# ---- block 1 ----
Figure 1. Clock nets (block 1).
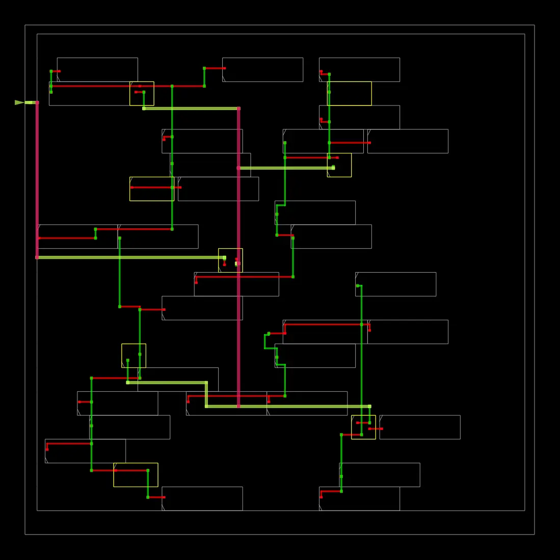

### src/rtl/serial_sub_pkg.sv
// Shared types and limits for the bit-serial subtractor.
package serial_sub_pkg;

  localparam int SUB_WIDTH_MAX = 32;

  typedef enum logic [1:0] {
    IDLE  = 2'd0,
    SHIFT = 2'd1,
    DONE  = 2'd2
  } sub_state_t;

endpackage

### src/rtl/full_subtractor_cell.sv
// Purely combinational 1-bit full subtractor: d = a - b - borrow_in.
module full_subtractor_cell (
  input  logic a,
  input  logic b,
  input  logic borrow_in,
  output logic d,
  output logic borrow_out
);

  assign d          = a ^ b ^ borrow_in;
  assign borrow_out = (~a & b) | (~(a ^ b) & borrow_in);

endmodule

### src/rtl/serial_subtractor.sv
// Bit-serial N-bit subtractor: one full-subtractor cell plus a registered
// borrow, walking the operands LSB-first with valid/ready on both sides.
module serial_subtractor
  import serial_sub_pkg::*;
#(
  parameter int WIDTH = 8
) (
  input  logic             clk,
  input  logic             rst,
  input  logic             in_valid,
  output logic             in_ready,
  input  logic [WIDTH-1:0] a,
  input  logic [WIDTH-1:0] b,
  output logic             out_valid,
  input  logic             out_ready,
  output logic [WIDTH-1:0] diff,
  output logic             borrow_out
);

  localparam int CNT_W = $clog2(WIDTH);
  localparam logic [CNT_W-1:0] CNT_LAST = CNT_W'(WIDTH - 1);

  if (WIDTH < 2 || WIDTH > SUB_WIDTH_MAX) begin : g_bad_width
    $error("serial_subtractor: WIDTH must be in 2..32");
  end

  sub_state_t       state, state_nxt;
  logic [WIDTH-1:0] a_sh;
  logic [WIDTH-1:0] b_sh;
  logic [WIDTH-1:0] d_sh;
  logic             borrow_r;
  logic [CNT_W-1:0] cnt;
  logic             cell_d;
  logic             cell_borrow;

  full_subtractor_cell u_cell (
    .a          (a_sh[0]),
    .b          (b_sh[0]),
    .borrow_in  (borrow_r),
    .d          (cell_d),
    .borrow_out (cell_borrow)
  );

  // State register; reset drops any in-flight operation back to IDLE.
  always_ff @(posedge clk or posedge rst) begin
    if (rst) begin
      state <= IDLE;
    end else begin
      state <= state_nxt;
    end
  end

  // Next-state decode: accept in IDLE, WIDTH shift cycles, hold result in DONE.
  always_comb begin
    state_nxt = state;
    case (state)
      IDLE:    if (in_valid)        state_nxt = SHIFT;
      SHIFT:   if (cnt == CNT_LAST) state_nxt = DONE;
      DONE:    if (out_ready)       state_nxt = IDLE;
      default:                      state_nxt = IDLE;
    endcase
  end

  // Operand/result shifters, borrow flop and bit counter.
  always_ff @(posedge clk or posedge rst) begin
    if (rst) begin
      a_sh     <= '0;
      b_sh     <= '0;
      d_sh     <= '0;
      borrow_r <= 1'b0;
      cnt      <= '0;
    end else begin
      case (state)
        IDLE: begin
          if (in_valid) begin
            a_sh     <= a;
            b_sh     <= b;
            d_sh     <= '0;
            borrow_r <= 1'b0;
            cnt      <= '0;
          end
        end
        SHIFT: begin
          d_sh     <= {cell_d, d_sh[WIDTH-1:1]};
          borrow_r <= cell_borrow;
          a_sh     <= a_sh >> 1;
          b_sh     <= b_sh >> 1;
          // Saturate on the last bit so the counter never wraps.
          if (cnt != CNT_LAST) begin
            cnt <= cnt + CNT_W'(1);
          end
        end
        default: begin
        end
      endcase
    end
  end

  // Outputs are decoded from state and registered values only.
  assign in_ready   = (state == IDLE);
  assign out_valid  = (state == DONE);
  assign diff       = (state == DONE) ? d_sh : '0;
  assign borrow_out = (state == DONE) ? borrow_r : 1'b0;

endmodule
### config.mk
export PLATFORM = sky130hd
export DESIGN_NAME = serial_subtractor
export DESIGN_NICKNAME = d
export VERILOG_FILES = /design/src/rtl/serial_sub_pkg.sv /design/src/rtl/full_subtractor_cell.sv /design/src/rtl/serial_subtractor.sv
export SDC_FILE = /design/constraint.sdc
export NUM_CORES = 1
export LEC_CHECK = 0
export CAP_MARGIN = 5
export CORE_UTILIZATION = 50
export DETAILED_ROUTE_END_ITERATION = 7
export DONT_BUFFER_PORTS = 1
export GPL_ROUTABILITY_DRIVEN = 0
export PLACE_DENSITY_LB_ADDON = 0.3
export SLEW_MARGIN = 20
export SYNTH_ARGS = -nofsm -noshare
export SYNTH_HDL_FRONTEND = slang
export SYNTH_SLANG_ARGS = --single-unit
### constraint.sdc
create_clock -name clk -period 1.4 [get_ports clk]
set_input_delay 0.14 -clock clk [delete_from_list [all_inputs] [get_ports clk]]
set_output_delay 0.14 -clock clk [all_outputs]
set_load 0.05 [all_outputs]
# ---- block 2 ----
===== config.mk =====
export PLATFORM = sky130hd
export DESIGN_NAME = ng_prm_arb
export DESIGN_NICKNAME = d
export VERILOG_FILES = /design/src/rtl/ng_prm_pkg.sv /design/src/rtl/ng_prm_rr_pick.sv /design/src/rtl/ng_prm_arb.sv
export SDC_FILE = /design/constraint.sdc
export NUM_CORES = 1
export LEC_CHECK = 0
export CORE_AREA = 3 3 149 151
export CTS_BUF_LIST = sky130_fd_sc_hd__clkbuf_16
export DETAILED_ROUTE_END_ITERATION = 6
export DIE_AREA = 0 0 152 154
export GPL_TIMING_DRIVEN = 0
export HOLD_SLACK_MARGIN = 0.05
export PLACE_DENSITY = 0.73
export SLEW_MARGIN = 5
export SYNTH_ARGS = -nofsm -noshare
export SYNTH_HDL_FRONTEND = slang
export SYNTH_SLANG_ARGS = --single-unit

===== constraint.sdc =====
create_clock -name CLK1 -period 14.8 [get_ports CLK1]
set_clock_uncertainty 0.05 [all_clocks]
set_input_delay 3.7 -clock CLK1 [delete_from_list [all_inputs] [get_ports CLK1]]
set_output_delay 3.7 -clock CLK1 [all_outputs]
set_load 0.005 [all_outputs]

===== src/rtl/ng_prm_pkg.sv =====
// Shared definitions for the read-bus arbiter: mode encodings, default sizes
// and the legacy channel numbering inherited from the original priority mux.
package ng_prm_pkg;

  localparam int PRM_N_DEF    = 11;
  localparam int PRM_W_DEF    = 16;
  localparam int PRM_PIPE_DEF = 1;
  localparam int PRM_CW_DEF   = 8;

  typedef enum logic [1:0] {
    PRM_STRICT = 2'b00,
    PRM_PRIO   = 2'b01,
    PRM_RR     = 2'b10
  } prm_mode_e;

  localparam logic [3:0] ZREG  = 4'd0;
  localparam logic [3:0] QREG  = 4'd1;
  localparam logic [3:0] LPREG = 4'd2;
  localparam logic [3:0] AREG  = 4'd3;
  localparam logic [3:0] INT   = 4'd4;
  localparam logic [3:0] CTR   = 4'd5;
  localparam logic [3:0] MBF   = 4'd6;
  localparam logic [3:0] ADR   = 4'd7;
  localparam logic [3:0] OUT   = 4'd8;
  localparam logic [3:0] INP   = 4'd9;

endpackage


===== src/rtl/ng_prm_rr_pick.sv =====
// Combinational grant picker: strict one-hot, lowest-index priority, or
// round-robin search upward from a start pointer with wrap at N-1.
module ng_prm_rr_pick
  import ng_prm_pkg::*;
#(
  parameter int N = PRM_N_DEF
) (
  input  logic [N-1:0] req,
  input  logic [3:0]   start,
  input  logic [1:0]   mode,
  output logic [3:0]   idx,
  output logic         vld
);

  logic [3:0] low_idx;
  logic       low_vld;
  logic [3:0] rr_idx;
  logic       rr_vld;
  logic       multi;

  assign multi = |(req & (req - N'(1)));

  always_comb begin
    low_idx = '0;
    low_vld = 1'b0;
    for (int i = N - 1; i >= 0; i--) begin
      if (req[i]) begin
        low_idx = 4'(i);
        low_vld = 1'b1;
      end
    end
  end

  // Walk offsets from the top down so the smallest offset from start wins.
  always_comb begin
    int j;
    j      = 0;
    rr_idx = '0;
    rr_vld = 1'b0;
    for (int k = N - 1; k >= 0; k--) begin
      j = int'(start) + k;
      if (j >= N) j = j - N;
      if (req[j]) begin
        rr_idx = 4'(j);
        rr_vld = 1'b1;
      end
    end
  end

  always_comb begin
    idx = low_idx;
    vld = 1'b0;
    case (prm_mode_e'(mode))
      PRM_PRIO: vld = low_vld;
      PRM_RR: begin
        idx = rr_idx;
        vld = rr_vld;
      end
      default: vld = low_vld & ~multi;
    endcase
    if (!vld) idx = '0;
  end

endmodule


===== src/rtl/ng_prm_arb.sv =====
// Read-bus arbiter: picks one source bus (or the default bus) onto the write
// bus, ORs in the constant mask, and tracks multi-enable conflicts.
module ng_prm_arb
  import ng_prm_pkg::*;
#(
  parameter int N    = PRM_N_DEF,
  parameter int W    = PRM_W_DEF,
  parameter int PIPE = PRM_PIPE_DEF,
  parameter int CW   = PRM_CW_DEF
) (
  input  logic             CLK1,
  input  logic             NPURST,
  input  logic [N-1:0]     EN_N,
  input  logic [N*W-1:0]   RD_BUS,
  input  logic [W-1:0]     DEF_BUS,
  input  logic [W-1:0]     OR_MASK,
  input  logic [1:0]       MODE,
  input  logic             CLR_STKY,
  output logic [W-1:0]     WRITE_OUT_BUS,
  output logic [3:0]       GRANT,
  output logic             GRANT_VLD,
  output logic             CONFLICT,
  output logic             CONFLICT_STKY,
  output logic [CW-1:0]    CONFLICT_CNT
);

  logic [N-1:0] req;
  logic         multi;
  logic [3:0]   rr_ptr;
  logic [3:0]   pick_idx;
  logic         pick_vld;
  logic [W-1:0] sel_data;
  logic [W-1:0] out_data;

  assign req   = ~EN_N;
  assign multi = |(req & (req - N'(1)));

  ng_prm_rr_pick #(.N(N)) u_pick (
    .req   (req),
    .start (rr_ptr),
    .mode  (MODE),
    .idx   (pick_idx),
    .vld   (pick_vld)
  );

  always_comb begin
    sel_data = DEF_BUS;
    for (int i = 0; i < N; i++) begin
      if (pick_vld && pick_idx == 4'(i)) sel_data = RD_BUS[i*W +: W];
    end
  end

  assign out_data = sel_data | OR_MASK;

  always_ff @(posedge CLK1 or negedge NPURST) begin
    if (!NPURST) begin
      rr_ptr <= '0;
    end else if (MODE == PRM_RR && pick_vld) begin
      rr_ptr <= (pick_idx == 4'(N - 1)) ? 4'd0 : pick_idx + 4'd1;
    end
  end

  // A clear on the same edge as a conflict discards that conflict.
  always_ff @(posedge CLK1 or negedge NPURST) begin
    if (!NPURST) begin
      CONFLICT      <= 1'b0;
      CONFLICT_STKY <= 1'b0;
      CONFLICT_CNT  <= '0;
    end else begin
      CONFLICT <= multi;
      if (CLR_STKY) begin
        CONFLICT_STKY <= 1'b0;
        CONFLICT_CNT  <= '0;
      end else if (multi) begin
        CONFLICT_STKY <= 1'b1;
        if (CONFLICT_CNT != '1) CONFLICT_CNT <= CONFLICT_CNT + CW'(1);
      end
    end
  end

  generate
    if (PIPE != 0) begin : g_pipe
      always_ff @(posedge CLK1 or negedge NPURST) begin
        if (!NPURST) begin
          WRITE_OUT_BUS <= '0;
          GRANT         <= '0;
          GRANT_VLD     <= 1'b0;
        end else begin
          WRITE_OUT_BUS <= out_data;
          GRANT         <= pick_idx;
          GRANT_VLD     <= pick_vld;
        end
      end
    end else begin : g_comb
      assign WRITE_OUT_BUS = out_data;
      assign GRANT         = pick_idx;
      assign GRANT_VLD     = pick_vld;
    end
  endgenerate

endmodule


Figure 2. Cells colored by class (block 1).
Fill, decap, tap and diode cells in gray.
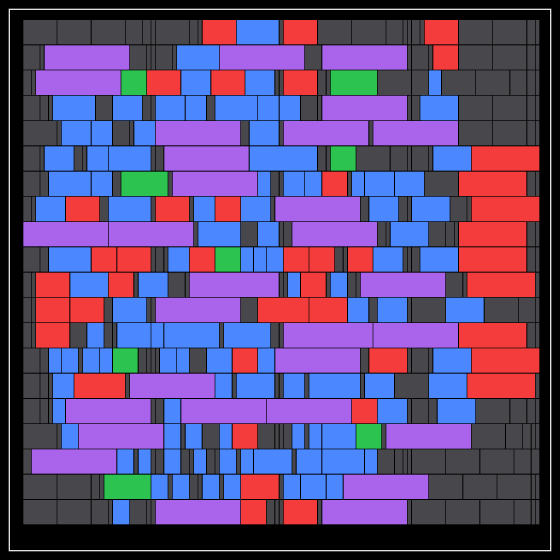
legend:
  clock drivers and dummy loads:
    color: green
    cells: 8
    share_of_their_area: 3.7%
  all other logic:
    color: blue
    cells: 104
    share_of_their_area: 38%
  flops:
    color: purple
    cells: 30
    share_of_their_area: 36%
  other buffers and delay cells:
    color: red
    cells: 42
    share_of_their_area: 23%

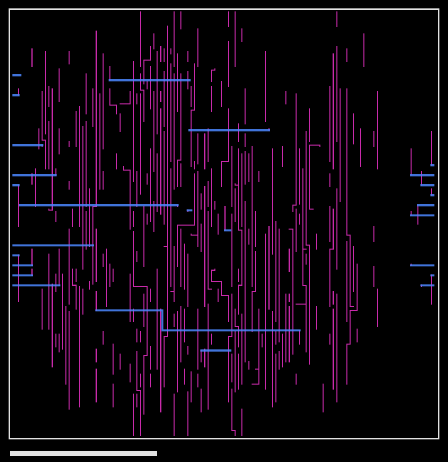
Figure 3: block 1, signal wires by layer.
Scale bar: 20 um. Only two layers are drawn.
legend:
  met3:
    color: blue
    wire_length: 128 um
  met2:
    color: magenta
    wire_length: 1790 um

## Picture notes: Figure 1
Clock Buffer Count: 8
P_clk: 0.646 mW
Insertion Delay late pin: 0.34 ns
number of sequential cells: 30

==> results.yml, block 1 <==
# yosys + openroad results
setup_path:
  reg2reg_to: "cnt[1]"
  rr_worst_depth: 4
  worstSetupStartpointType: "register"
synthesis:
  synthAdderAreaFrac_pct: 2.86
  syn-cell-area_um2: 1580
  ys_top_cells_by_area: "dfrtp_1 (48%), o22ai_2 (7.1%), a21oi_2 (5.0%)"
cts:
  cts_tree: "done"
  cts_sinks: 30
global_routing:
  met3_usage_pct: 7.59
  grt_use_met2_pct: 35.6
sta:
  relSlewSlack_pct: 67.9
  setup_violations: 2
  fin_ws_ns: -0.00307
  finalHoldViolations: 0
  finalClockPeriodUsage_pct: 100
min_path:
  hold_start: "b[4]"
  whs_endpoint: "b_sh[4]"
  whs_path_depth: 2
job:
  cap_violations: 0
die:
  fp-utilization_pct: 52.1
  rows: 20
placement:
  dpl_worst_slack_ns: 0.0367
  postPlaceCellArea_um2: 1770
power_and_ir_drop:
  powerSeq_mw: 1.61
outcome:
  status: "finished, violations left"
  violations: "negative setup slack"
[block 1: layout make-up]
class | instances | share of cell area (%)
repair buffers | 42 | 22.5
flip-flops and latches | 30 | 34.7
well taps | 44 | 2.53
multi-input cells | 100 | 35.9
inverters | 4 | 0.806
clock buffers | 8 | 3.63
[block 1: per-layer routing]
layer	share of wire [%]	vias to the layer above	wire length [um]
met4	1.9	0	68
met1	44	624	1550
li1	-	611	-
met3	3.6	8	127
met2	51	26	1790
met5	0	-	0
[block 1: worst max-delay path, cell delays in order, from the launching register on]
cell and delay (ns):
dfrtp_2 0.46, buf_6 0.15, and3_4 0.18, buf_12 0.14
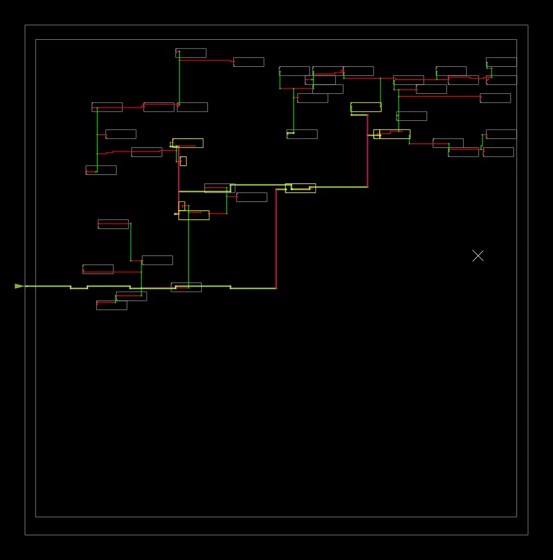
Figure 4: block 2, clock nets.
number of sequential cells: 35
P_clk: 0.108 mW
Clock Buffer Count: 5
Insertion Delay late pin: 0.29 ns
clock tree sinks: 35

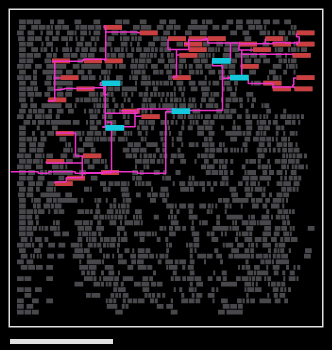
Figure 5: block 2, clock wires, drivers and flops.
Scale bar: 50 um.
legend:
  cells driving clock nets:
    color: cyan
    count: 5
  clock wires:
    color: magenta
    length: 711 um
  flip-flops:
    color: red
    count: 35
routed clock nets: 6

==> results.yml, block 2 <==
# yosys + openroad results
finish:
  final_cell_mix: "clkdlybuf4s50_1 (252), nand2_1 (124), nor2_1 (69)"
  layout.area.comb_um2: 6810
  seq_area_um2: 876
  comb_cells: 941
  buf_share_pct: 26.8
sta:
  fin_ws_ns: 5.40
  setup_violations: 0
  relSlewSlack_pct: 20.8
outcome:
  status: "finished, violations left"
  violations: "design-rule violations"
min_path:
  whs_path_depth: 2
  hold_class: "register to register"
synthesis:
  synth-edff-count: 0
  yosysWarnings: 0
  synthAdderAreaFrac_pct: 3.34
  syn-instance-count: 1101
  ys_area_um2: 8300
setup_path:
  arrival_ns: 9.48
  startpoint: "EN_N[2]"
  worst_r2r_startpoint: "rr_ptr[2]"
  slowest_delay_ns: 0.63
detailed_routing:
  vias: 11000
  drc: 2
power_and_ir_drop:
  p_sw_mw: 1.05
  p_leak_nw: 4.23
global_routing:
  globalRouteTotalUtil_pct: 37.2
die:
  die_h_um: 154
job:
  warning_count: 41
placement:
  place_congestion: 1.07
  port_buffers: 253
block 2: registers in the layout (all words and copies together) (netlist names):
signal	count
CONFLICT	1
GRANT_VLD	1
CONFLICT_STKY	1
rr_ptr	4
GRANT	4
CONFLICT_CNT	8
WRITE_OUT_BUS	16
block 2: metal layers:
layer / global-route usage (%) / part of all wire, %
met1: 46.7 / 38
met2: 62.1 / 46
met3: 8.39 / 11
met4: 14.8 / 5.1
met5: 0 / 0

==> layout pictures side by side <==
Where the registers sit.
(a)
Scale bar: 20 um. Other sequential cells in the stronger gray, the rest of the logic in the fainter gray.
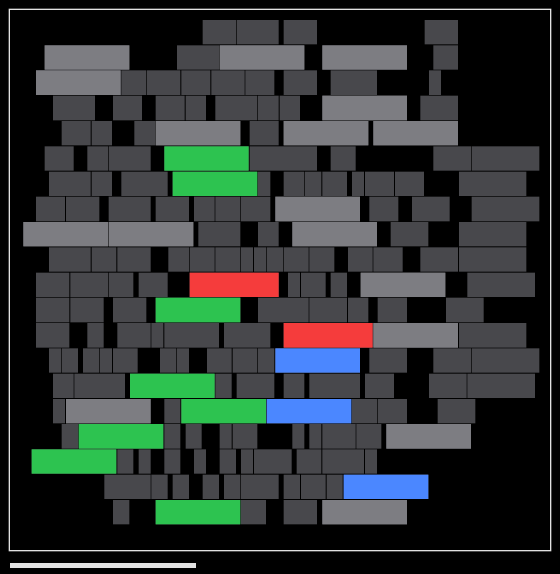
(b)
Scale bar: 50 um. Other sequential cells in the stronger gray, the rest of the logic in the fainter gray.
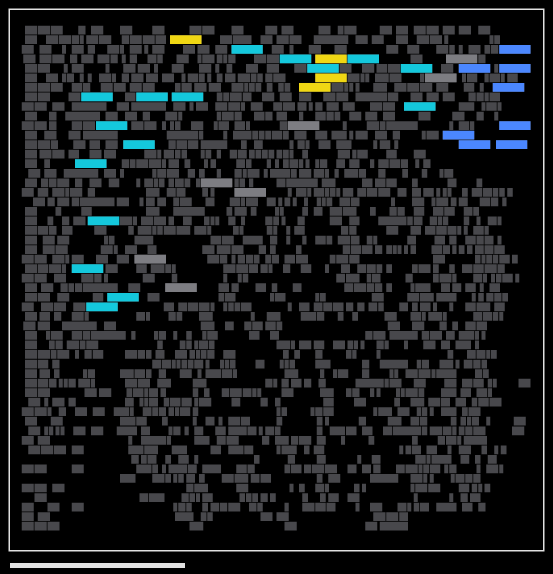
| picture | from |
|---|---|
| (b) | block 2 |
| (a) | block 1 |
Of these, largest die: (b)
Of these, most cells: (b)


# ---- block 3 ----
Figure 6. Clock nets (block 3).
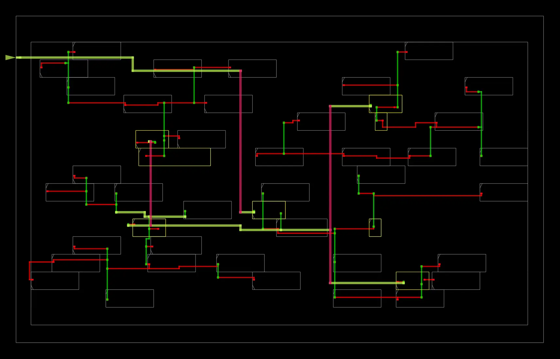

--- src/rtl/tx_top_control_module.sv ---
// tx_top_control_module
// UART transmit-side controller. Pops one byte at a time from the TX FIFO,
// waits out the FIFO read latency, then presents the byte to the UART TX
// core and holds it until the core reports completion. An optional idle
// gap can be forced between bytes.
// Optional SEND watchdog: define TX_CTRL_TIMEOUT_EN to enable it. Without
// the macro SEND waits indefinitely and Err_Sig is tied low.

module tx_top_control_module #(
    parameter int DATA_W         = 8,
    parameter int RD_LAT         = 1,
    parameter int GAP_CYCLES     = 0,
    parameter int TIMEOUT_CYCLES = 65535
) (
    input  logic              CLK,
    input  logic              RST,
    input  logic              Empty_Sig,
    output logic              Read_Req_Sig,
    input  logic [DATA_W-1:0] FIFO_Read_Data,
    output logic              TX_En_Sig,
    output logic [DATA_W-1:0] TX_Data,
    input  logic              TX_Done_Sig,
    output logic              Busy_Sig,
    output logic [15:0]       Tx_Count,
    output logic              Err_Sig
);

    typedef enum logic [1:0] {
        ST_IDLE    = 2'd0,
        ST_RD_WAIT = 2'd1,
        ST_SEND    = 2'd2,
        ST_GAP     = 2'd3
    } state_t;

    // Latency counter value at which FIFO data is valid and gets captured.
    localparam logic [1:0] LAT_LAST = 2'(RD_LAT);

    // Last value of the gap counter before returning to IDLE.
    localparam logic [7:0] GAP_LAST = (GAP_CYCLES > 0) ? 8'(GAP_CYCLES - 1) : 8'd0;

    // Where a finished (or abandoned) byte sends the FSM.
    localparam state_t AFTER_SEND = (GAP_CYCLES > 0) ? ST_GAP : ST_IDLE;

    state_t     state;
    logic [1:0] lat_cnt;
    logic [7:0] gap_cnt;

`ifdef TX_CTRL_TIMEOUT_EN
    // Last watchdog count value; the timeout fires on the edge that would
    // complete TIMEOUT_CYCLES cycles spent in SEND.
    localparam logic [15:0] WD_LAST = 16'(TIMEOUT_CYCLES - 1);

    logic [15:0] wd_cnt;
    logic        err_q;
`endif

    // Reject out-of-range configurations at elaboration time.
    if (RD_LAT < 1 || RD_LAT > 3) begin : g_bad_rd_lat
        $error("tx_top_control_module: RD_LAT must be in 1..3");
    end
    if (GAP_CYCLES < 0 || GAP_CYCLES > 255) begin : g_bad_gap
        $error("tx_top_control_module: GAP_CYCLES must be in 0..255");
    end
    if (TIMEOUT_CYCLES < 1 || TIMEOUT_CYCLES > 65535) begin : g_bad_timeout
        $error("tx_top_control_module: TIMEOUT_CYCLES must be in 1..65535");
    end

    // Main controller: one registered FSM that also owns every registered output.
    always_ff @(posedge CLK) begin
        if (RST) begin
            state        <= ST_IDLE;
            lat_cnt      <= 2'd0;
            gap_cnt      <= 8'd0;
            Read_Req_Sig <= 1'b0;
            TX_En_Sig    <= 1'b0;
            TX_Data      <= '0;
            Tx_Count     <= 16'd0;
`ifdef TX_CTRL_TIMEOUT_EN
            wd_cnt       <= 16'd0;
            err_q        <= 1'b0;
`endif
        end else begin
            // Read request and error are single-cycle pulses by default.
            Read_Req_Sig <= 1'b0;
`ifdef TX_CTRL_TIMEOUT_EN
            err_q        <= 1'b0;
`endif
            unique case (state)
                ST_IDLE: begin
                    if (!Empty_Sig) begin
                        Read_Req_Sig <= 1'b1;
                        lat_cnt      <= 2'd0;
                        state        <= ST_RD_WAIT;
                    end
                end

                ST_RD_WAIT: begin
                    // Empty_Sig is deliberately ignored: the byte is already popped.
                    if (lat_cnt == LAT_LAST) begin
                        TX_Data   <= FIFO_Read_Data;
                        TX_En_Sig <= 1'b1;
`ifdef TX_CTRL_TIMEOUT_EN
                        wd_cnt    <= 16'd0;
`endif
                        state     <= ST_SEND;
                    end else begin
                        lat_cnt <= lat_cnt + 2'd1;
                    end
                end

                ST_SEND: begin
                    // A completion on the same edge as the timeout counts as success.
                    if (TX_Done_Sig) begin
                        TX_En_Sig <= 1'b0;
                        Tx_Count  <= Tx_Count + 16'd1;
                        gap_cnt   <= 8'd0;
                        state     <= AFTER_SEND;
                    end
`ifdef TX_CTRL_TIMEOUT_EN
                    else if (wd_cnt == WD_LAST) begin
                        TX_En_Sig <= 1'b0;
                        err_q     <= 1'b1;
                        gap_cnt   <= 8'd0;
                        state     <= AFTER_SEND;
                    end else begin
                        wd_cnt <= wd_cnt + 16'd1;
                    end
`endif
                end

                ST_GAP: begin
                    if (gap_cnt == GAP_LAST) begin
                        state <= ST_IDLE;
                    end else begin
                        gap_cnt <= gap_cnt + 8'd1;
                    end
                end

                default: begin
                    state <= ST_IDLE;
                end
            endcase
        end
    end

    // Busy is decoded straight from the state register.
    assign Busy_Sig = (state != ST_IDLE);

`ifdef TX_CTRL_TIMEOUT_EN
    assign Err_Sig = err_q;
`else
    assign Err_Sig = 1'b0;
`endif

endmodule

--- config.mk ---
export PLATFORM = sky130hd
export DESIGN_NAME = tx_top_control_module
export DESIGN_NICKNAME = d
export VERILOG_FILES = /design/src/rtl/tx_top_control_module.sv
export SDC_FILE = /design/constraint.sdc
export NUM_CORES = 1
export LEC_CHECK = 0
export CORE_ASPECT_RATIO = 0.6
export CORE_MARGIN = 2
export CORE_UTILIZATION = 49
export DETAILED_ROUTE_END_ITERATION = 8
export HOLD_SLACK_MARGIN = 0.06
export PLACE_DENSITY = 0.76
export SYNTH_ARGS = -nofsm -noshare
export SYNTH_HDL_FRONTEND = slang
export SYNTH_SLANG_ARGS = --single-unit
--- constraint.sdc ---
create_clock -name CLK -period 2 [get_ports CLK]
set_input_delay 0.5 -clock CLK [delete_from_list [all_inputs] [get_ports CLK]]
set_output_delay 0.5 -clock CLK [all_outputs]
set_load 0.01 [all_outputs]
# ---- block 4 ----
## src/rtl/linear_weight_update.sv

```systemverilog
// Weight update engine: O = W - ((lr * G) >>> LR_SHIFT) over 2-D tensors,
// with concurrent header and element reads on the w/g channels and sequential writes on o.
module linear_weight_update #(
    parameter int LR_SHIFT = 8
) (
    input  logic        clk,
    input  logic        rst,
    input  logic        go,
    input  logic [31:0] lr,
    output logic        done,
    output logic        error,
    input  logic [31:0] w_region_begin,
    input  logic [31:0] g_region_begin,
    input  logic [31:0] o_region_begin,
    output logic [31:0] w_ptr,
    output logic [31:0] g_ptr,
    output logic [31:0] o_ptr,
    output logic        w_r_en,
    output logic        w_avail,
    output logic        g_r_en,
    output logic        g_avail,
    output logic        o_w_en,
    output logic        o_avail,
    output logic [31:0] o_data_store,
    input  logic [31:0] w_data_load,
    input  logic [31:0] g_data_load,
    input  logic        w_done,
    input  logic        g_done,
    input  logic        o_done
);
    typedef enum logic [3:0] {
        IDLE, HDR, CHECK, WHDR, ELEM, CALC, WELEM, FINISHED, FAILED
    } state_t;

    state_t             state;
    logic [31:0]        lr_q;
    logic [1:0]         cnt;
    logic [31:0]        k;
    logic [31:0]        count;
    logic [31:0]        w_hdr [3];
    logic [31:0]        g_hdr [3];
    logic [31:0]        w_word;
    logic [31:0]        g_word;
    logic               w_got;
    logic               g_got;

    logic               w_fire, g_fire, o_fire, both;
    logic [31:0]        w_val, g_val;
    logic signed [63:0] g_ext, lr_ext, prod, shifted;

    assign w_avail = w_r_en;
    assign g_avail = g_r_en;
    assign o_avail = o_w_en;

    assign w_fire = w_r_en & w_done;
    assign g_fire = g_r_en & g_done;
    assign o_fire = o_w_en & o_done;
    // A channel counts as complete if it finished earlier or finishes this cycle.
    assign both   = (w_got | w_fire) & (g_got | g_fire);
    assign w_val  = w_fire ? w_data_load : w_word;
    assign g_val  = g_fire ? g_data_load : g_word;

    assign g_ext   = {{32{g_word[31]}}, g_word};
    assign lr_ext  = {{32{lr_q[31]}}, lr_q};
    assign prod    = g_ext * lr_ext;
    assign shifted = prod >>> LR_SHIFT;

    // NOTE: all state uses non-blocking assignments so every branch sees pre-edge values;
    // later assignments in this block deliberately override the channel bookkeeping above them.
    always_ff @(posedge clk) begin
        if (rst) begin
            state        <= IDLE;
            lr_q         <= '0;
            cnt          <= '0;
            k            <= '0;
            count        <= '0;
            w_word       <= '0;
            g_word       <= '0;
            w_got        <= 1'b0;
            g_got        <= 1'b0;
            w_ptr        <= '0;
            g_ptr        <= '0;
            o_ptr        <= '0;
            w_r_en       <= 1'b0;
            g_r_en       <= 1'b0;
            o_w_en       <= 1'b0;
            o_data_store <= '0;
            done         <= 1'b0;
            error        <= 1'b0;
            for (int i = 0; i < 3; i++) begin
                w_hdr[i] <= '0;
                g_hdr[i] <= '0;
            end
        end else begin
            if (w_fire) begin
                w_word <= w_data_load;
                w_r_en <= 1'b0;
                w_ptr  <= w_ptr + 32'd1;
                w_got  <= 1'b1;
            end
            if (g_fire) begin
                g_word <= g_data_load;
                g_r_en <= 1'b0;
                g_ptr  <= g_ptr + 32'd1;
                g_got  <= 1'b1;
            end
            if (o_fire) begin
                o_w_en <= 1'b0;
                o_ptr  <= o_ptr + 32'd1;
            end

            case (state)
                IDLE: if (go) begin
                    lr_q   <= lr;
                    w_ptr  <= w_region_begin;
                    g_ptr  <= g_region_begin;
                    o_ptr  <= o_region_begin;
                    w_r_en <= 1'b1;
                    g_r_en <= 1'b1;
                    w_got  <= 1'b0;
                    g_got  <= 1'b0;
                    cnt    <= '0;
                    state  <= HDR;
                end
                HDR: begin
                    if (both) begin
                        w_hdr[cnt] <= w_val;
                        g_hdr[cnt] <= g_val;
                        w_got      <= 1'b0;
                        g_got      <= 1'b0;
                        if (cnt == 2'd2) state <= CHECK;
                        else             cnt   <= cnt + 2'd1;
                    end else if (!w_r_en && !w_got && !g_r_en && !g_got) begin
                        w_r_en <= 1'b1;
                        g_r_en <= 1'b1;
                    end
                end
                CHECK: begin
                    if (w_hdr[0] != 32'd2 || g_hdr[0] != 32'd2 ||
                        w_hdr[1] != g_hdr[1] || w_hdr[2] != g_hdr[2]) begin
                        error <= 1'b1;
                        state <= FAILED;
                    end else begin
                        count        <= w_hdr[1] * w_hdr[2];
                        k            <= '0;
                        cnt          <= '0;
                        o_w_en       <= 1'b1;
                        o_data_store <= w_hdr[0];
                        state        <= WHDR;
                    end
                end
                WHDR: begin
                    if (o_fire) begin
                        if (cnt != 2'd2) begin
                            cnt <= cnt + 2'd1;
                        end else if (count == '0) begin
                            done  <= 1'b1;
                            state <= FINISHED;
                        end else begin
                            w_r_en <= 1'b1;
                            g_r_en <= 1'b1;
                            state  <= ELEM;
                        end
                    end else if (!o_w_en) begin
                        o_w_en       <= 1'b1;
                        o_data_store <= w_hdr[cnt];
                    end
                end
                ELEM: if (both) begin
                    w_got <= 1'b0;
                    g_got <= 1'b0;
                    state <= CALC;
                end
                CALC: begin
                    o_data_store <= w_word - shifted[31:0];
                    o_w_en       <= 1'b1;
                    state        <= WELEM;
                end
                WELEM: if (o_fire) begin
                    k <= k + 32'd1;
                    if (k + 32'd1 == count) begin
                        done  <= 1'b1;
                        state <= FINISHED;
                    end else begin
                        w_r_en <= 1'b1;
                        g_r_en <= 1'b1;
                        state  <= ELEM;
                    end
                end
                FINISHED: if (!go) begin
                    done  <= 1'b0;
                    state <= IDLE;
                end
                FAILED: if (!go) begin
                    error <= 1'b0;
                    state <= IDLE;
                end
                default: state <= IDLE;
            endcase
        end
    end
endmodule

```

## config.mk

```make
export PLATFORM = sky130hd
export DESIGN_NAME = linear_weight_update
export DESIGN_NICKNAME = d
export VERILOG_FILES = /design/src/rtl/linear_weight_update.sv
export SDC_FILE = /design/constraint.sdc
export NUM_CORES = 2
export LEC_CHECK = 0
export ABC_CLOCK_PERIOD_IN_PS = 8600
export CORE_ASPECT_RATIO = 0.5
export CORE_MARGIN = 2
export CORE_UTILIZATION = 57
export CTS_CLUSTER_SIZE = 20
export DETAILED_ROUTE_END_ITERATION = 8
export GPL_ROUTABILITY_DRIVEN = 1
export GPL_TIMING_DRIVEN = 0
export PLACE_DENSITY = 0.78
export SETUP_SLACK_MARGIN = 0.15
export SYNTH_ARGS = -nofsm -noshare
export SYNTH_HDL_FRONTEND = slang
export SYNTH_SLANG_ARGS = --single-unit
```

## constraint.sdc

```tcl
create_clock -name clk -period 8.6 [get_ports clk]
set_input_delay 0.86 -clock clk [delete_from_list [all_inputs] [get_ports clk]]
set_output_delay 0.86 -clock clk [all_outputs]
set_load 0.005 [all_outputs]
```

# ---- block 5 ----
File: src/rtl/sequencer_def.sv
// sequencer_def: shared host opcodes, controller states and default run limits
package sequencer_def;
    typedef enum logic [1:0] {OP_NOP, OP_WRITE, OP_READ, OP_RUN} host_op_e;
    typedef enum logic [1:0] {S_IDLE, S_ACCESS, S_START, S_RUN} seq_state_e;
    localparam int          DEF_START_CYCLES = 2;
    localparam logic [31:0] DEF_TIMEOUT      = 32'd1_000_000;
endpackage

File: src/rtl/run_cycle_timer.sv
// run_cycle_timer: 32-bit run cycle counter with clear, enable and a match one short of TIMEOUT
module run_cycle_timer
    import sequencer_def::*;
#(
    parameter logic [31:0] TIMEOUT = DEF_TIMEOUT
) (
    input  logic        clk,
    input  logic        reset,
    input  logic        clear,
    input  logic        en,
    output logic [31:0] count,
    output logic        term
);
    always_ff @(posedge clk) begin
        if (reset || clear) count <= '0;
        else if (en) count <= count + 32'd1;
    end

    assign term = count == TIMEOUT - 32'd1;
endmodule

File: src/rtl/run_sequencer.sv
// run_sequencer: arbitrates data_mem between host and core and sequences one core run
module run_sequencer
    import sequencer_def::*;
#(
    parameter int          START_CYCLES = DEF_START_CYCLES,
    parameter logic [31:0] TIMEOUT      = DEF_TIMEOUT,
    parameter int          A            = 8
) (
    input  logic         clk,
    input  logic         reset,
    input  logic         host_cmd_valid,
    output logic         host_cmd_ready,
    input  logic [1:0]   host_cmd_op,
    input  logic [A-1:0] host_addr,
    input  logic [7:0]   host_wdata,
    output logic         host_rsp_valid,
    output logic [7:0]   host_rdata,
    output logic         core_start,
    input  logic         core_halt,
    input  logic [A-1:0] core_mem_addr,
    input  logic         core_mem_read,
    input  logic         core_mem_write,
    input  logic [7:0]   core_mem_wdata,
    output logic [7:0]   core_mem_rdata,
    output logic [A-1:0] mem_addr,
    output logic         mem_read,
    output logic         mem_write,
    output logic [7:0]   mem_wdata,
    input  logic [7:0]   mem_rdata,
    output logic         busy,
    output logic         done,
    output logic         timeout,
    output logic [31:0]  cycle_count
);
    seq_state_e   state;
    host_op_e     lat_op;
    logic [A-1:0] lat_addr;
    logic [7:0]   lat_wdata;
    logic [31:0]  start_left;
    logic         abort_hold;
    logic         accept;
    logic         run_go;
    logic         term;
    logic         in_run;
    logic         in_acc;

    assign host_cmd_ready = state == S_IDLE;
    assign accept         = host_cmd_valid & host_cmd_ready;
    assign run_go         = accept & (host_cmd_op == OP_RUN);
    assign in_run         = state == S_RUN;
    assign in_acc         = state == S_ACCESS;
    assign busy           = (state == S_START) | in_run;
    // abort_hold keeps a timed-out core in reset for one extra cycle
    assign core_start     = reset | (state == S_START) | abort_hold;
    assign core_mem_rdata = mem_rdata;

    run_cycle_timer #(.TIMEOUT(TIMEOUT)) u_timer (
        .clk  (clk),
        .reset(reset),
        .clear(run_go),
        .en   (in_run & ~core_halt),
        .count(cycle_count),
        .term (term)
    );

    always_comb begin
        mem_addr  = in_run ? core_mem_addr  : in_acc ? lat_addr : '0;
        mem_read  = in_run ? core_mem_read  : in_acc & (lat_op == OP_READ);
        mem_write = in_run ? core_mem_write : in_acc & (lat_op == OP_WRITE);
        mem_wdata = in_run ? core_mem_wdata : (in_acc & (lat_op == OP_WRITE)) ? lat_wdata : '0;
    end

    always_ff @(posedge clk) begin
        if (reset) begin
            state          <= S_IDLE;
            lat_op         <= OP_NOP;
            lat_addr       <= '0;
            lat_wdata      <= '0;
            start_left     <= '0;
            abort_hold     <= 1'b0;
            host_rsp_valid <= 1'b0;
            host_rdata     <= '0;
            done           <= 1'b0;
            timeout        <= 1'b0;
        end else begin
            host_rsp_valid <= in_acc;
            abort_hold     <= 1'b0;
            case (state)
                S_IDLE: if (accept) begin
                    lat_op    <= host_op_e'(host_cmd_op);
                    lat_addr  <= host_addr;
                    lat_wdata <= host_wdata;
                    if (host_cmd_op == OP_RUN) begin
                        done       <= 1'b0;
                        timeout    <= 1'b0;
                        start_left <= 32'(START_CYCLES - 1);
                        state      <= S_START;
                    end else if (host_cmd_op != OP_NOP) begin
                        state <= S_ACCESS;
                    end
                end
                S_ACCESS: begin
                    if (lat_op == OP_READ) host_rdata <= mem_rdata;
                    state <= S_IDLE;
                end
                // core_halt is deliberately not looked at here: it may be left over from the last run
                S_START: begin
                    start_left <= start_left - 32'd1;
                    if (start_left == '0) state <= S_RUN;
                end
                S_RUN: if (core_halt) begin
                    done  <= 1'b1;
                    state <= S_IDLE;
                end else if (term) begin
                    done       <= 1'b1;
                    timeout    <= 1'b1;
                    abort_hold <= 1'b1;
                    state      <= S_IDLE;
                end
                default: state <= S_IDLE;
            endcase
        end
    end
endmodule

File: config.mk
export PLATFORM = sky130hd
export DESIGN_NAME = run_sequencer
export DESIGN_NICKNAME = d
export VERILOG_FILES = /design/src/rtl/sequencer_def.sv /design/src/rtl/run_cycle_timer.sv /design/src/rtl/run_sequencer.sv
export SDC_FILE = /design/constraint.sdc
export NUM_CORES = 1
export LEC_CHECK = 0
export CORE_ASPECT_RATIO = 1.1
export CORE_MARGIN = 5
export CORE_UTILIZATION = 49
export CTS_CLUSTER_SIZE = 28
export DETAILED_ROUTE_END_ITERATION = 8
export PLACE_DENSITY = 0.77
export SETUP_SLACK_MARGIN = 0.15
export SYNTH_ARGS = -nofsm -noshare
export SYNTH_HDL_FRONTEND = slang
export SYNTH_SLANG_ARGS = --single-unit
File: constraint.sdc
create_clock -name clk -period 3.1 [get_ports clk]
set_clock_uncertainty 0.1 [all_clocks]
set_input_delay 0.62 -clock clk [delete_from_list [all_inputs] [get_ports clk]]
set_output_delay 0.62 -clock clk [all_outputs]
set_load 0.02 [all_outputs]

==> screenshots <==
Clock wires, drivers and flops.
shot_01.png
Scale bar: 100 um.
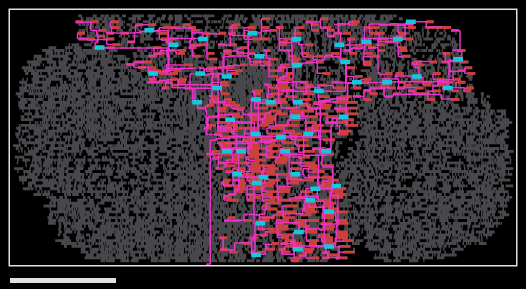
shot_02.png
Scale bar: 20 um.
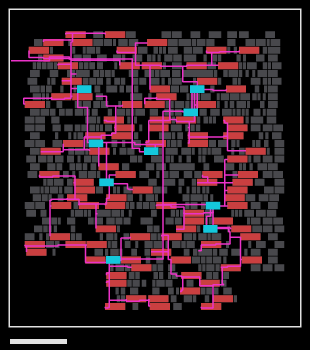
shot_03.png
Scale bar: 20 um.
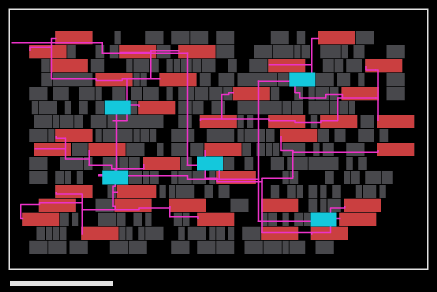
Of these, largest die: shot_01.png
Of these, smallest die: shot_03.png
block 4: shot_01.png
block 3: shot_03.png
block 5: shot_02.png

Figure 7. Cells colored by class (block 4).
Fill, decap, tap and diode cells in gray.
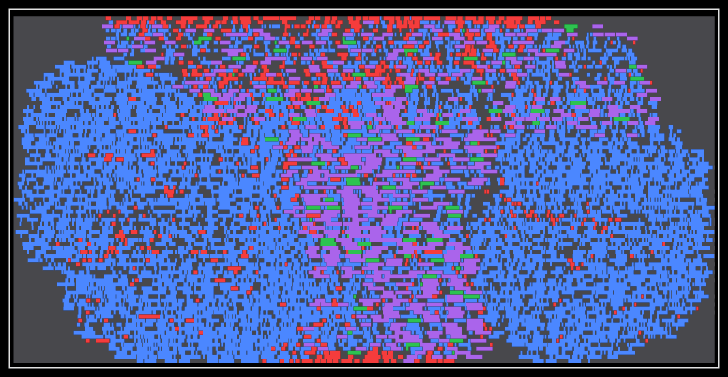
legend:
  other buffers and delay cells:
    color: red
    cells: 820
    share_of_their_area: 9.0%
  flops:
    color: purple
    cells: 527
    share_of_their_area: 18%
  clock drivers and dummy loads:
    color: green
    cells: 94
    share_of_their_area: 2.4%
  all other logic:
    color: blue
    cells: 6050
    share_of_their_area: 71%

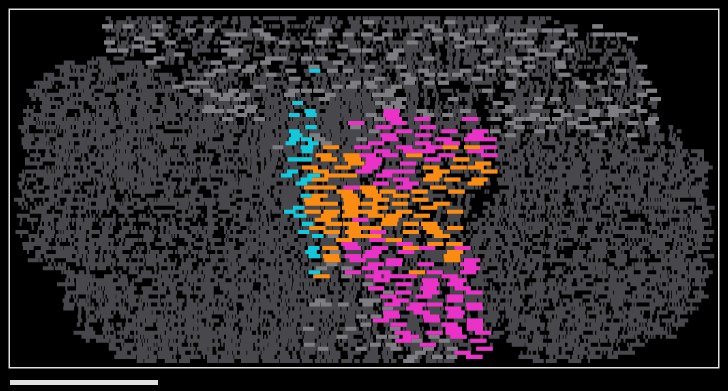
Figure 8: block 4, where the registers sit.
Scale bar: 100 um. Other sequential cells in the stronger gray, the rest of the logic in the fainter gray.
legend:
  w_hdr:
    color: magenta
    placed_flops: 128
  g_hdr:
    color: orange
    placed_flops: 96
    where: center
  g_word:
    color: cyan
    placed_flops: 32
not colored: 271

==> results.yml, block 4 <==
# yosys + openroad results
finish:
  syn2layout_area_growth_pct: 14.7
  inverters: 1204
  comb_cells: 4846
  regMostFlops: "w_hdr"
  ff_count: 527
  fillers: 8824
setup_path:
  reg2reg_slack_ns: -0.94
  worst-path-buf-inv: 3
outcome:
  status: "finished, violations left"
  violations: "design-rule violations, negative setup slack"
synthesis:
  ys_types: 70
  ys_seq_share_pct: 20.0
  avgSynthCellArea_um2: 9.16
  syn_nets: 8552
  ys_area_um2: 64000
global_routing:
  overflow: 0
  globalRouteTotalUtil_pct: 39.3
  grt_use_met2_pct: 59.8
  use_met1_pct: 50.9
cts:
  cts_made_buffers: 50
sta:
  fin_ws_ns: -0.940
  setup_violations: 17
detailed_routing:
  drc: 2
power_and_ir_drop:
  p_leak_nw: 33.2
die:
  fp-utilization_pct: 57.8
[block 4: worst max-delay path by stage]
stage	startpoint	to	slack [ns]	cells after the start
6_report	lr_q[28]	o_data_store[29]	-0.94	26
5_1_grt	g_word[12]	o_data_store[29]	-1.01	34
4_1_cts	g_word[12]	o_data_store[29]	-0.72	36
3_5_place_dp	lr_q[12]	o_data_store[29]	-2.14	38
3_3_place_gp	g_word[11]	o_data_store[29]	-2.55	31
2_1_floorplan	g_word[12]	o_data_store[29]	0.16	35
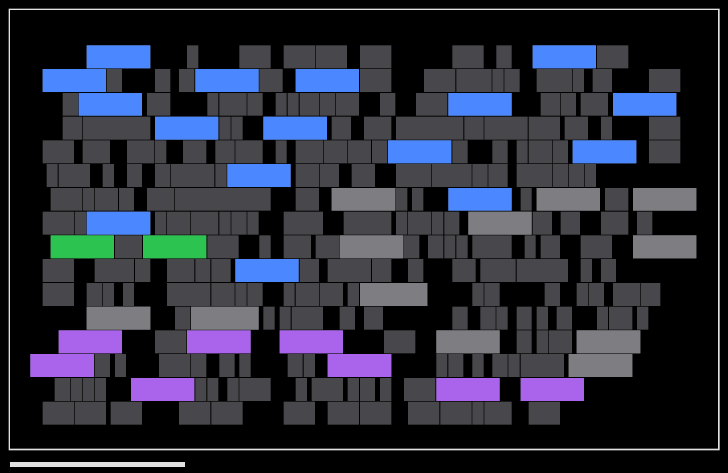
Figure 9: block 3, where the registers sit.
Scale bar: 20 um. Other sequential cells in the stronger gray, the rest of the logic in the fainter gray.
legend:
  lat_cnt:
    color: green
    placed_flops: 2
  TX_Data:
    color: purple
    placed_flops: 8
  Tx_Count:
    color: blue
    placed_flops: 16
not colored: 12

About Figure 6:
Num CTS Buffers: 5
clock tree sinks: 38
P_clk: 0.651 mW
Clock Buffer Count: 5

==> results.yml, block 3 <==
# yosys + openroad results
detailed_routing:
  drtIter0Drc: 53
  wl_per_cell_um: 13.5
  viasPerCell: 5.33
finish:
  comb_cells: 154
  final_util_pct: 71.2
setup_path:
  crit_family: "buffers and inverters"
  reg2reg_slack_ns: 0.12
  arrival_ns: 1.39
outcome:
  status: "finished, final reports clean"
placement:
  port_buffers: 38
  postPlaceCellArea_um2: 2250
cts:
  cts_setup_buffers: 0
  cts_tree: "done"
global_routing:
  grt_pass1_wl_um: 7090
die:
  fp-utilization_pct: 52.6
block 3: worst max path at each step:
stage	end	slack [ns]	cells past startpoint
2_1_floorplan	Tx_Count[14]	0.25	5
3_3_place_gp	Tx_Count[15]	-0.14	5
3_5_place_dp	Tx_Count[15]	-0.18	5
4_1_cts	Busy_Sig	0.03	3
5_1_grt	Tx_Count[13]	0.04	5
6_report	Busy_Sig	0.11	3
block 3: layer usage:
layer / part of all wire (%) / GRT usage (%) / wire length, um
met5: 0 / 0 / 0
met2: 41 / 32.2 / 1710
met1: 53 / 32.6 / 2210
met3: 3.6 / 6.12 / 147
met4: 1.5 / 9.32 / 61
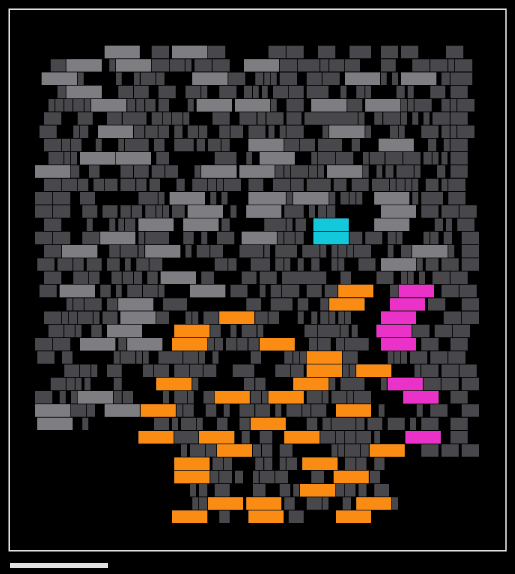
Figure 10: block 5, where the registers sit.
Scale bar: 20 um. Other sequential cells in the stronger gray, the rest of the logic in the fainter gray.
legend:
  lat_op:
    color: cyan
    placed_flops: 2
  host_rdata:
    color: magenta
    placed_flops: 8
    where: middle right
  start_left:
    color: orange
    placed_flops: 32
    where: bottom center

==> results.yml, block 5 <==
# yosys + openroad results
outcome:
  status: "finished, final reports clean"
synthesis:
  synthArstFlopShare_pct: 0
  top_area_share_pct: 42.6
  syn-cell-area_um2: 4510
  ys_types: 45
sta:
  finalHoldViolations: 0
setup_path:
  reg2reg_slack_ns: 0.62
  cp.depth: 5
  reg2reg_to: "u_timer.count[31]"
  cp-end-kind: "primary output"
  startpoint: "state[1]"
  crit_family: "buffers and inverters"
  cp_max_fo: 27
cts:
  postCtsHoldBufs: 0
finish:
  mostFrequentLayoutCell: "clkdlybuf4s50_1"
  postLayoutCellArea_um2: 6010
power_and_ir_drop:
  p_clk_mw: 0.842
  power_density_nw_per_um2: 561
detailed_routing:
  wl_per_cell_um: 15.1
  routed.top_layer: "met4"
==> block 5: final cells by class <==
cell class              count  area, um2
fillers                   741       2910
multi-input cells         403       2370
flip-flops and latches     96       1920
repair buffers            134       1320
clock buffers              13        169
well taps                 114        143
inverters                  14       52.6
clock inverters             2       37.5
==> block 5: state kept, by name, indices dropped and copies added (netlist names) <==
register	flops
lat_op	2
host_rsp_valid	1
timeout	1
u_timer.count	32
state	2
lat_wdata	8
abort_hold	1
start_left	32
done	1
lat_addr	8
host_rdata	8

# ---- block 6 ----
==> config.mk <==
export PLATFORM = sky130hd
export DESIGN_NAME = alu_stage
export DESIGN_NICKNAME = d
export VERILOG_FILES = /design/src/rtl/alu_stage.sv
export SDC_FILE = /design/constraint.sdc
export NUM_CORES = 1
export LEC_CHECK = 0
export CORE_MARGIN = 3
export CORE_UTILIZATION = 64
export CTS_CLUSTER_DIAMETER = 80
export DETAILED_ROUTE_END_ITERATION = 10
export PLACE_DENSITY = 0.88
export SYNTH_ARGS = -nofsm -noshare
export SYNTH_HDL_FRONTEND = slang
export SYNTH_SLANG_ARGS = --single-unit
==> constraint.sdc <==
create_clock -name clk -period 5.3 [get_ports clk]
set_clock_uncertainty 0.2 [all_clocks]
set_input_delay 0.795 -clock clk [delete_from_list [all_inputs] [get_ports clk]]
set_output_delay 0.795 -clock clk [all_outputs]
set_load 0.005 [all_outputs]
==> src/rtl/alu_stage.sv <==
// Two-phase execute stage: reads operand s then t through the register-select mux,
// registers c = s op t, then issues a one-cycle write-back of c to rx.
// Optional multiplier on opcode 8 enabled by defining ALU_MUL_EN.
module alu_stage #(
    parameter int WIDTH = 16
) (
    input  logic             clk,
    input  logic             reset,
    input  logic             start,
    input  logic [3:0]       alu_sel,
    input  logic [2:0]       rx,
    input  logic [2:0]       ry,
    output logic [2:0]       mux_sel,
    input  logic [WIDTH-1:0] mux_out,
    output logic [WIDTH-1:0] result,
    output logic             carry,
    output logic             zero,
    output logic             busy,
    output logic             done,
    output logic             wr_en,
    output logic [2:0]       wr_addr
);

    localparam int SHW = $clog2(WIDTH);

    typedef enum logic [1:0] {IDLE, LOAD_S, LOAD_C, WB} state_t;

    state_t           r_state;
    state_t           w_next;
    logic [WIDTH-1:0] r_s;
    logic [WIDTH-1:0] r_c;
    logic             r_carry;
    logic             r_zero;
    logic [2:0]       r_rx;
    logic [2:0]       r_ry;
    logic [3:0]       r_op;
    logic [WIDTH-1:0] w_c;
    logic             w_carry;
    logic [WIDTH:0]   w_sum;
`ifdef ALU_MUL_EN
    logic [2*WIDTH-1:0] w_prod;
`endif

    always_ff @(posedge clk) begin
        if (reset) begin
            r_state <= IDLE;
            r_s     <= '0;
            r_c     <= '0;
            r_carry <= 1'b0;
            r_zero  <= 1'b0;
            r_rx    <= '0;
            r_ry    <= '0;
            r_op    <= '0;
        end else begin
            r_state <= w_next;
            if (r_state == IDLE && start) begin
                r_op <= alu_sel;
                r_rx <= rx;
                r_ry <= ry;
            end
            if (r_state == LOAD_S) begin
                r_s <= mux_out;
            end
            if (r_state == LOAD_C) begin
                r_c     <= w_c;
                r_carry <= w_carry;
                r_zero  <= (w_c == '0);
            end
        end
    end

    // Sequencing and mux steering; WB re-selects rx so the mux points at the destination.
    always_comb begin
        w_next  = r_state;
        mux_sel = 3'd0;
        busy    = 1'b1;
        done    = 1'b0;
        wr_en   = 1'b0;
        case (r_state)
            IDLE: begin
                busy = 1'b0;
                if (start) begin
                    w_next = LOAD_S;
                end
            end
            LOAD_S: begin
                mux_sel = r_rx;
                w_next  = LOAD_C;
            end
            LOAD_C: begin
                mux_sel = r_ry;
                w_next  = WB;
            end
            WB: begin
                mux_sel = r_rx;
                done    = 1'b1;
                wr_en   = 1'b1;
                w_next  = IDLE;
            end
            default: begin
                w_next = IDLE;
            end
        endcase
    end

    always_comb begin
        w_sum   = {1'b0, r_s} + {1'b0, mux_out};
        w_c     = '0;
        w_carry = 1'b0;
`ifdef ALU_MUL_EN
        w_prod  = {{WIDTH{1'b0}}, r_s} * {{WIDTH{1'b0}}, mux_out};
`endif
        case (r_op)
            4'd0: begin
                w_c     = w_sum[WIDTH-1:0];
                w_carry = w_sum[WIDTH];
            end
            4'd1: begin
                w_c     = r_s - mux_out;
                w_carry = (r_s < mux_out);
            end
            4'd2: w_c = r_s & mux_out;
            4'd3: w_c = r_s | mux_out;
            4'd4: w_c = r_s ^ mux_out;
            4'd5: w_c = r_s << mux_out[SHW-1:0];
            4'd6: w_c = r_s >> mux_out[SHW-1:0];
            4'd7: begin
                if (r_s == mux_out) begin
                    w_c = '0;
                end else if (r_s > mux_out) begin
                    w_c = WIDTH'(1);
                end else begin
                    w_c = WIDTH'(2);
                end
            end
`ifdef ALU_MUL_EN
            4'd8: begin
                w_c     = w_prod[WIDTH-1:0];
                w_carry = |w_prod[2*WIDTH-1:WIDTH];
            end
`endif
            default: begin
                w_c     = '0;
                w_carry = 1'b0;
            end
        endcase
    end

    assign result  = r_c;
    assign carry   = r_carry;
    assign zero    = r_zero;
    assign wr_addr = r_rx;

endmodule

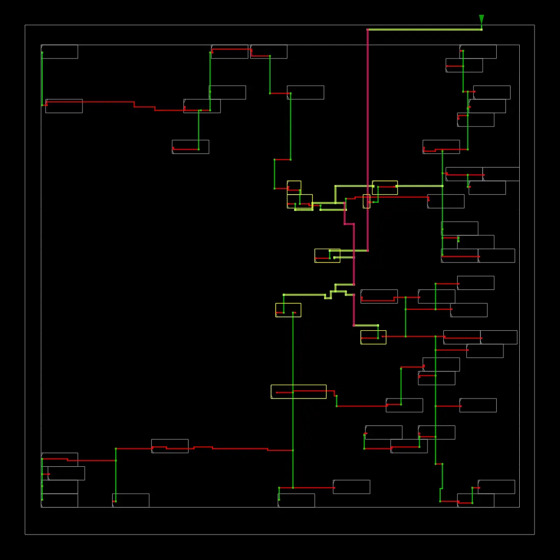
Figure 11: block 6, clock nets.
Insertion Delay late pin: 0.32 ns
P_clk: 0.281 mW

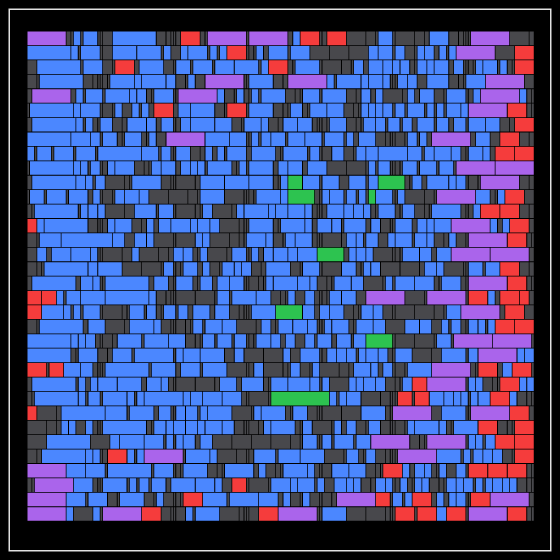
Figure 12: block 6, cells colored by class.
Fill, decap, tap and diode cells in gray.
legend:
  clock drivers and dummy loads:
    color: green
    cells: 8
    share_of_their_area: 1.7%
  all other logic:
    color: blue
    cells: 626
    share_of_their_area: 74%
  other buffers and delay cells:
    color: red
    cells: 64
    share_of_their_area: 9.6%
  flops:
    color: purple
    cells: 46
    share_of_their_area: 15%

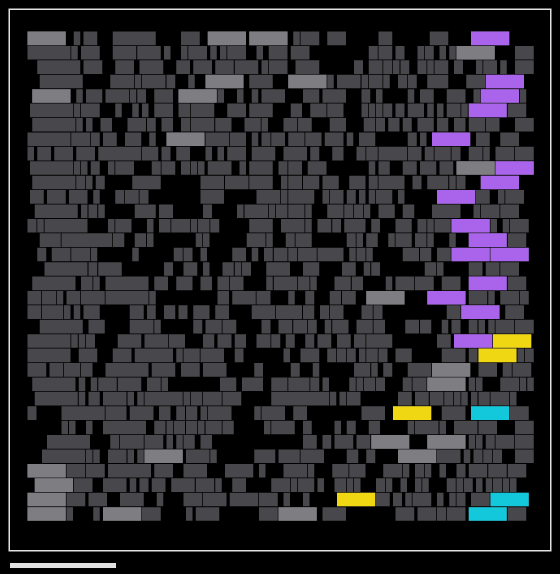
Figure 13: block 6, where the registers sit.
Scale bar: 20 um. Other sequential cells in the stronger gray, the rest of the logic in the fainter gray.
legend:
  r_op:
    color: yellow
    placed_flops: 4
  wr_addr:
    color: cyan
    placed_flops: 3
  result:
    color: purple
    placed_flops: 16

==> results.yml <==
# yosys + openroad results
outcome:
  status: "finished, final reports clean"
synthesis:
  yosysWarnings: 0
  ys_sh_mux_pct: 17.5
  synth-edff-count: 0
  avgSynthCellArea_um2: 8.01
detailed_routing:
  wl_met1_um: 7930
finish:
  comb_cells: 573
  mostFrequentLayoutCell: "nor2_1"
die:
  die_h_um: 102
  rows: 34
global_routing:
  globalRouteTotalUtil_pct: 37.4
  grt_pass1_vias: 5719
power_and_ir_drop:
  comb-power_mw: 1.41
  comb_power_share_pct: 61.9
  swShare_pct: 48.0
setup_path:
  crit_path_frequent_cell: "a21oi_1"
  crit_path_end: "zero"
  reg2reg_to: "result[14]"
job:
  cap_violations: 0
## registers in the layout (all words and copies together) (netlist names)
register	count
wr_addr	3
r_op	4
r_ry	3
r_s	16
result	16
r_state	2
carry	1
zero	1
## cells by family after synthesis
family	count (synthesis)
AND-OR/OR-AND	202
adder cells (fa/ha/maj)	60
XOR/XNOR	8
multiplexers	67
flip-flops	46
AND/OR/NAND/NOR	236
buffers and inverters	116
## worst max-delay path, delay by kind of cell
family	cells	cell delay, ns
simple gates	2	0.45
fa+ha+maj	1	0.57
compound gates	7	1.67
buf+inv	2	0.90


==> layout pictures side by side <==
Signal wires by layer.
panel A
Scale bar: 50 um. Only two layers are drawn.
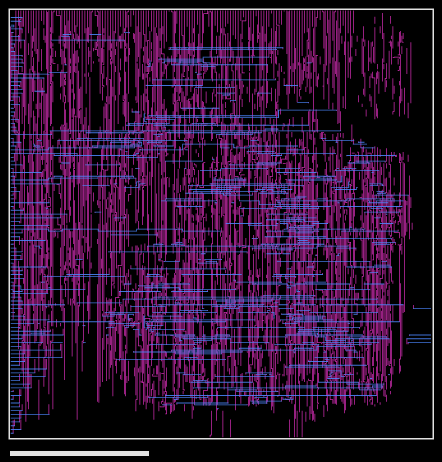
panel B
Scale bar: 20 um. Only two layers are drawn.
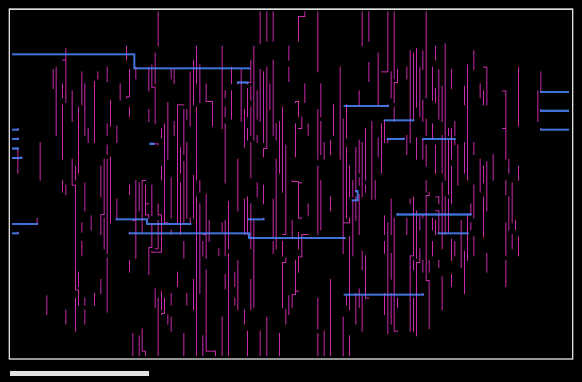
panel C
Scale bar: 100 um. Only two layers are drawn.
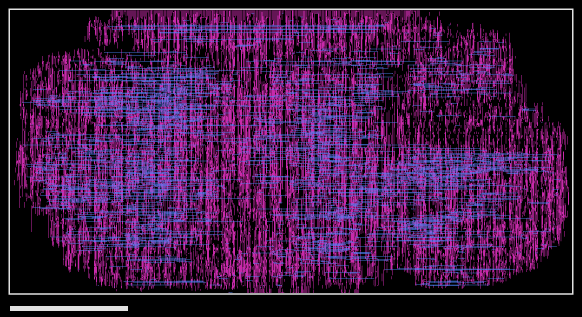
panel D
Scale bar: 20 um. Only two layers are drawn.
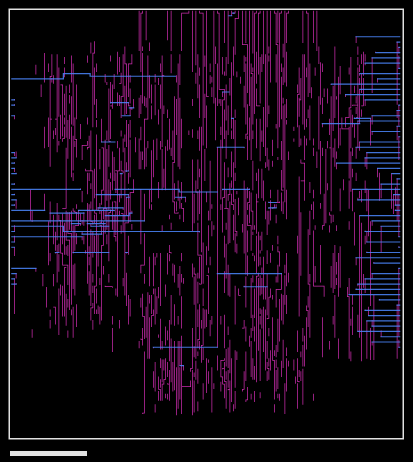
panel E
Scale bar: 20 um. Only two layers are drawn.
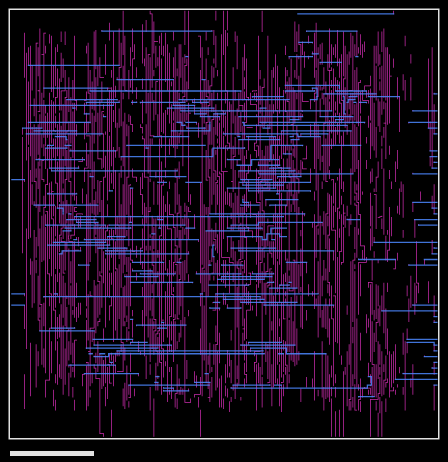
Block 3 is panel B.
Block 4 is panel C.
Block 2 is panel A.
Block 6 is panel E.
Block 5 is panel D.

Key to panel E:
legend:
  met2:
    color: magenta
    wire_length: 8740 um
  met3:
    color: blue
    wire_length: 1960 um

Power is estimated from default activity; no workload was simulated.
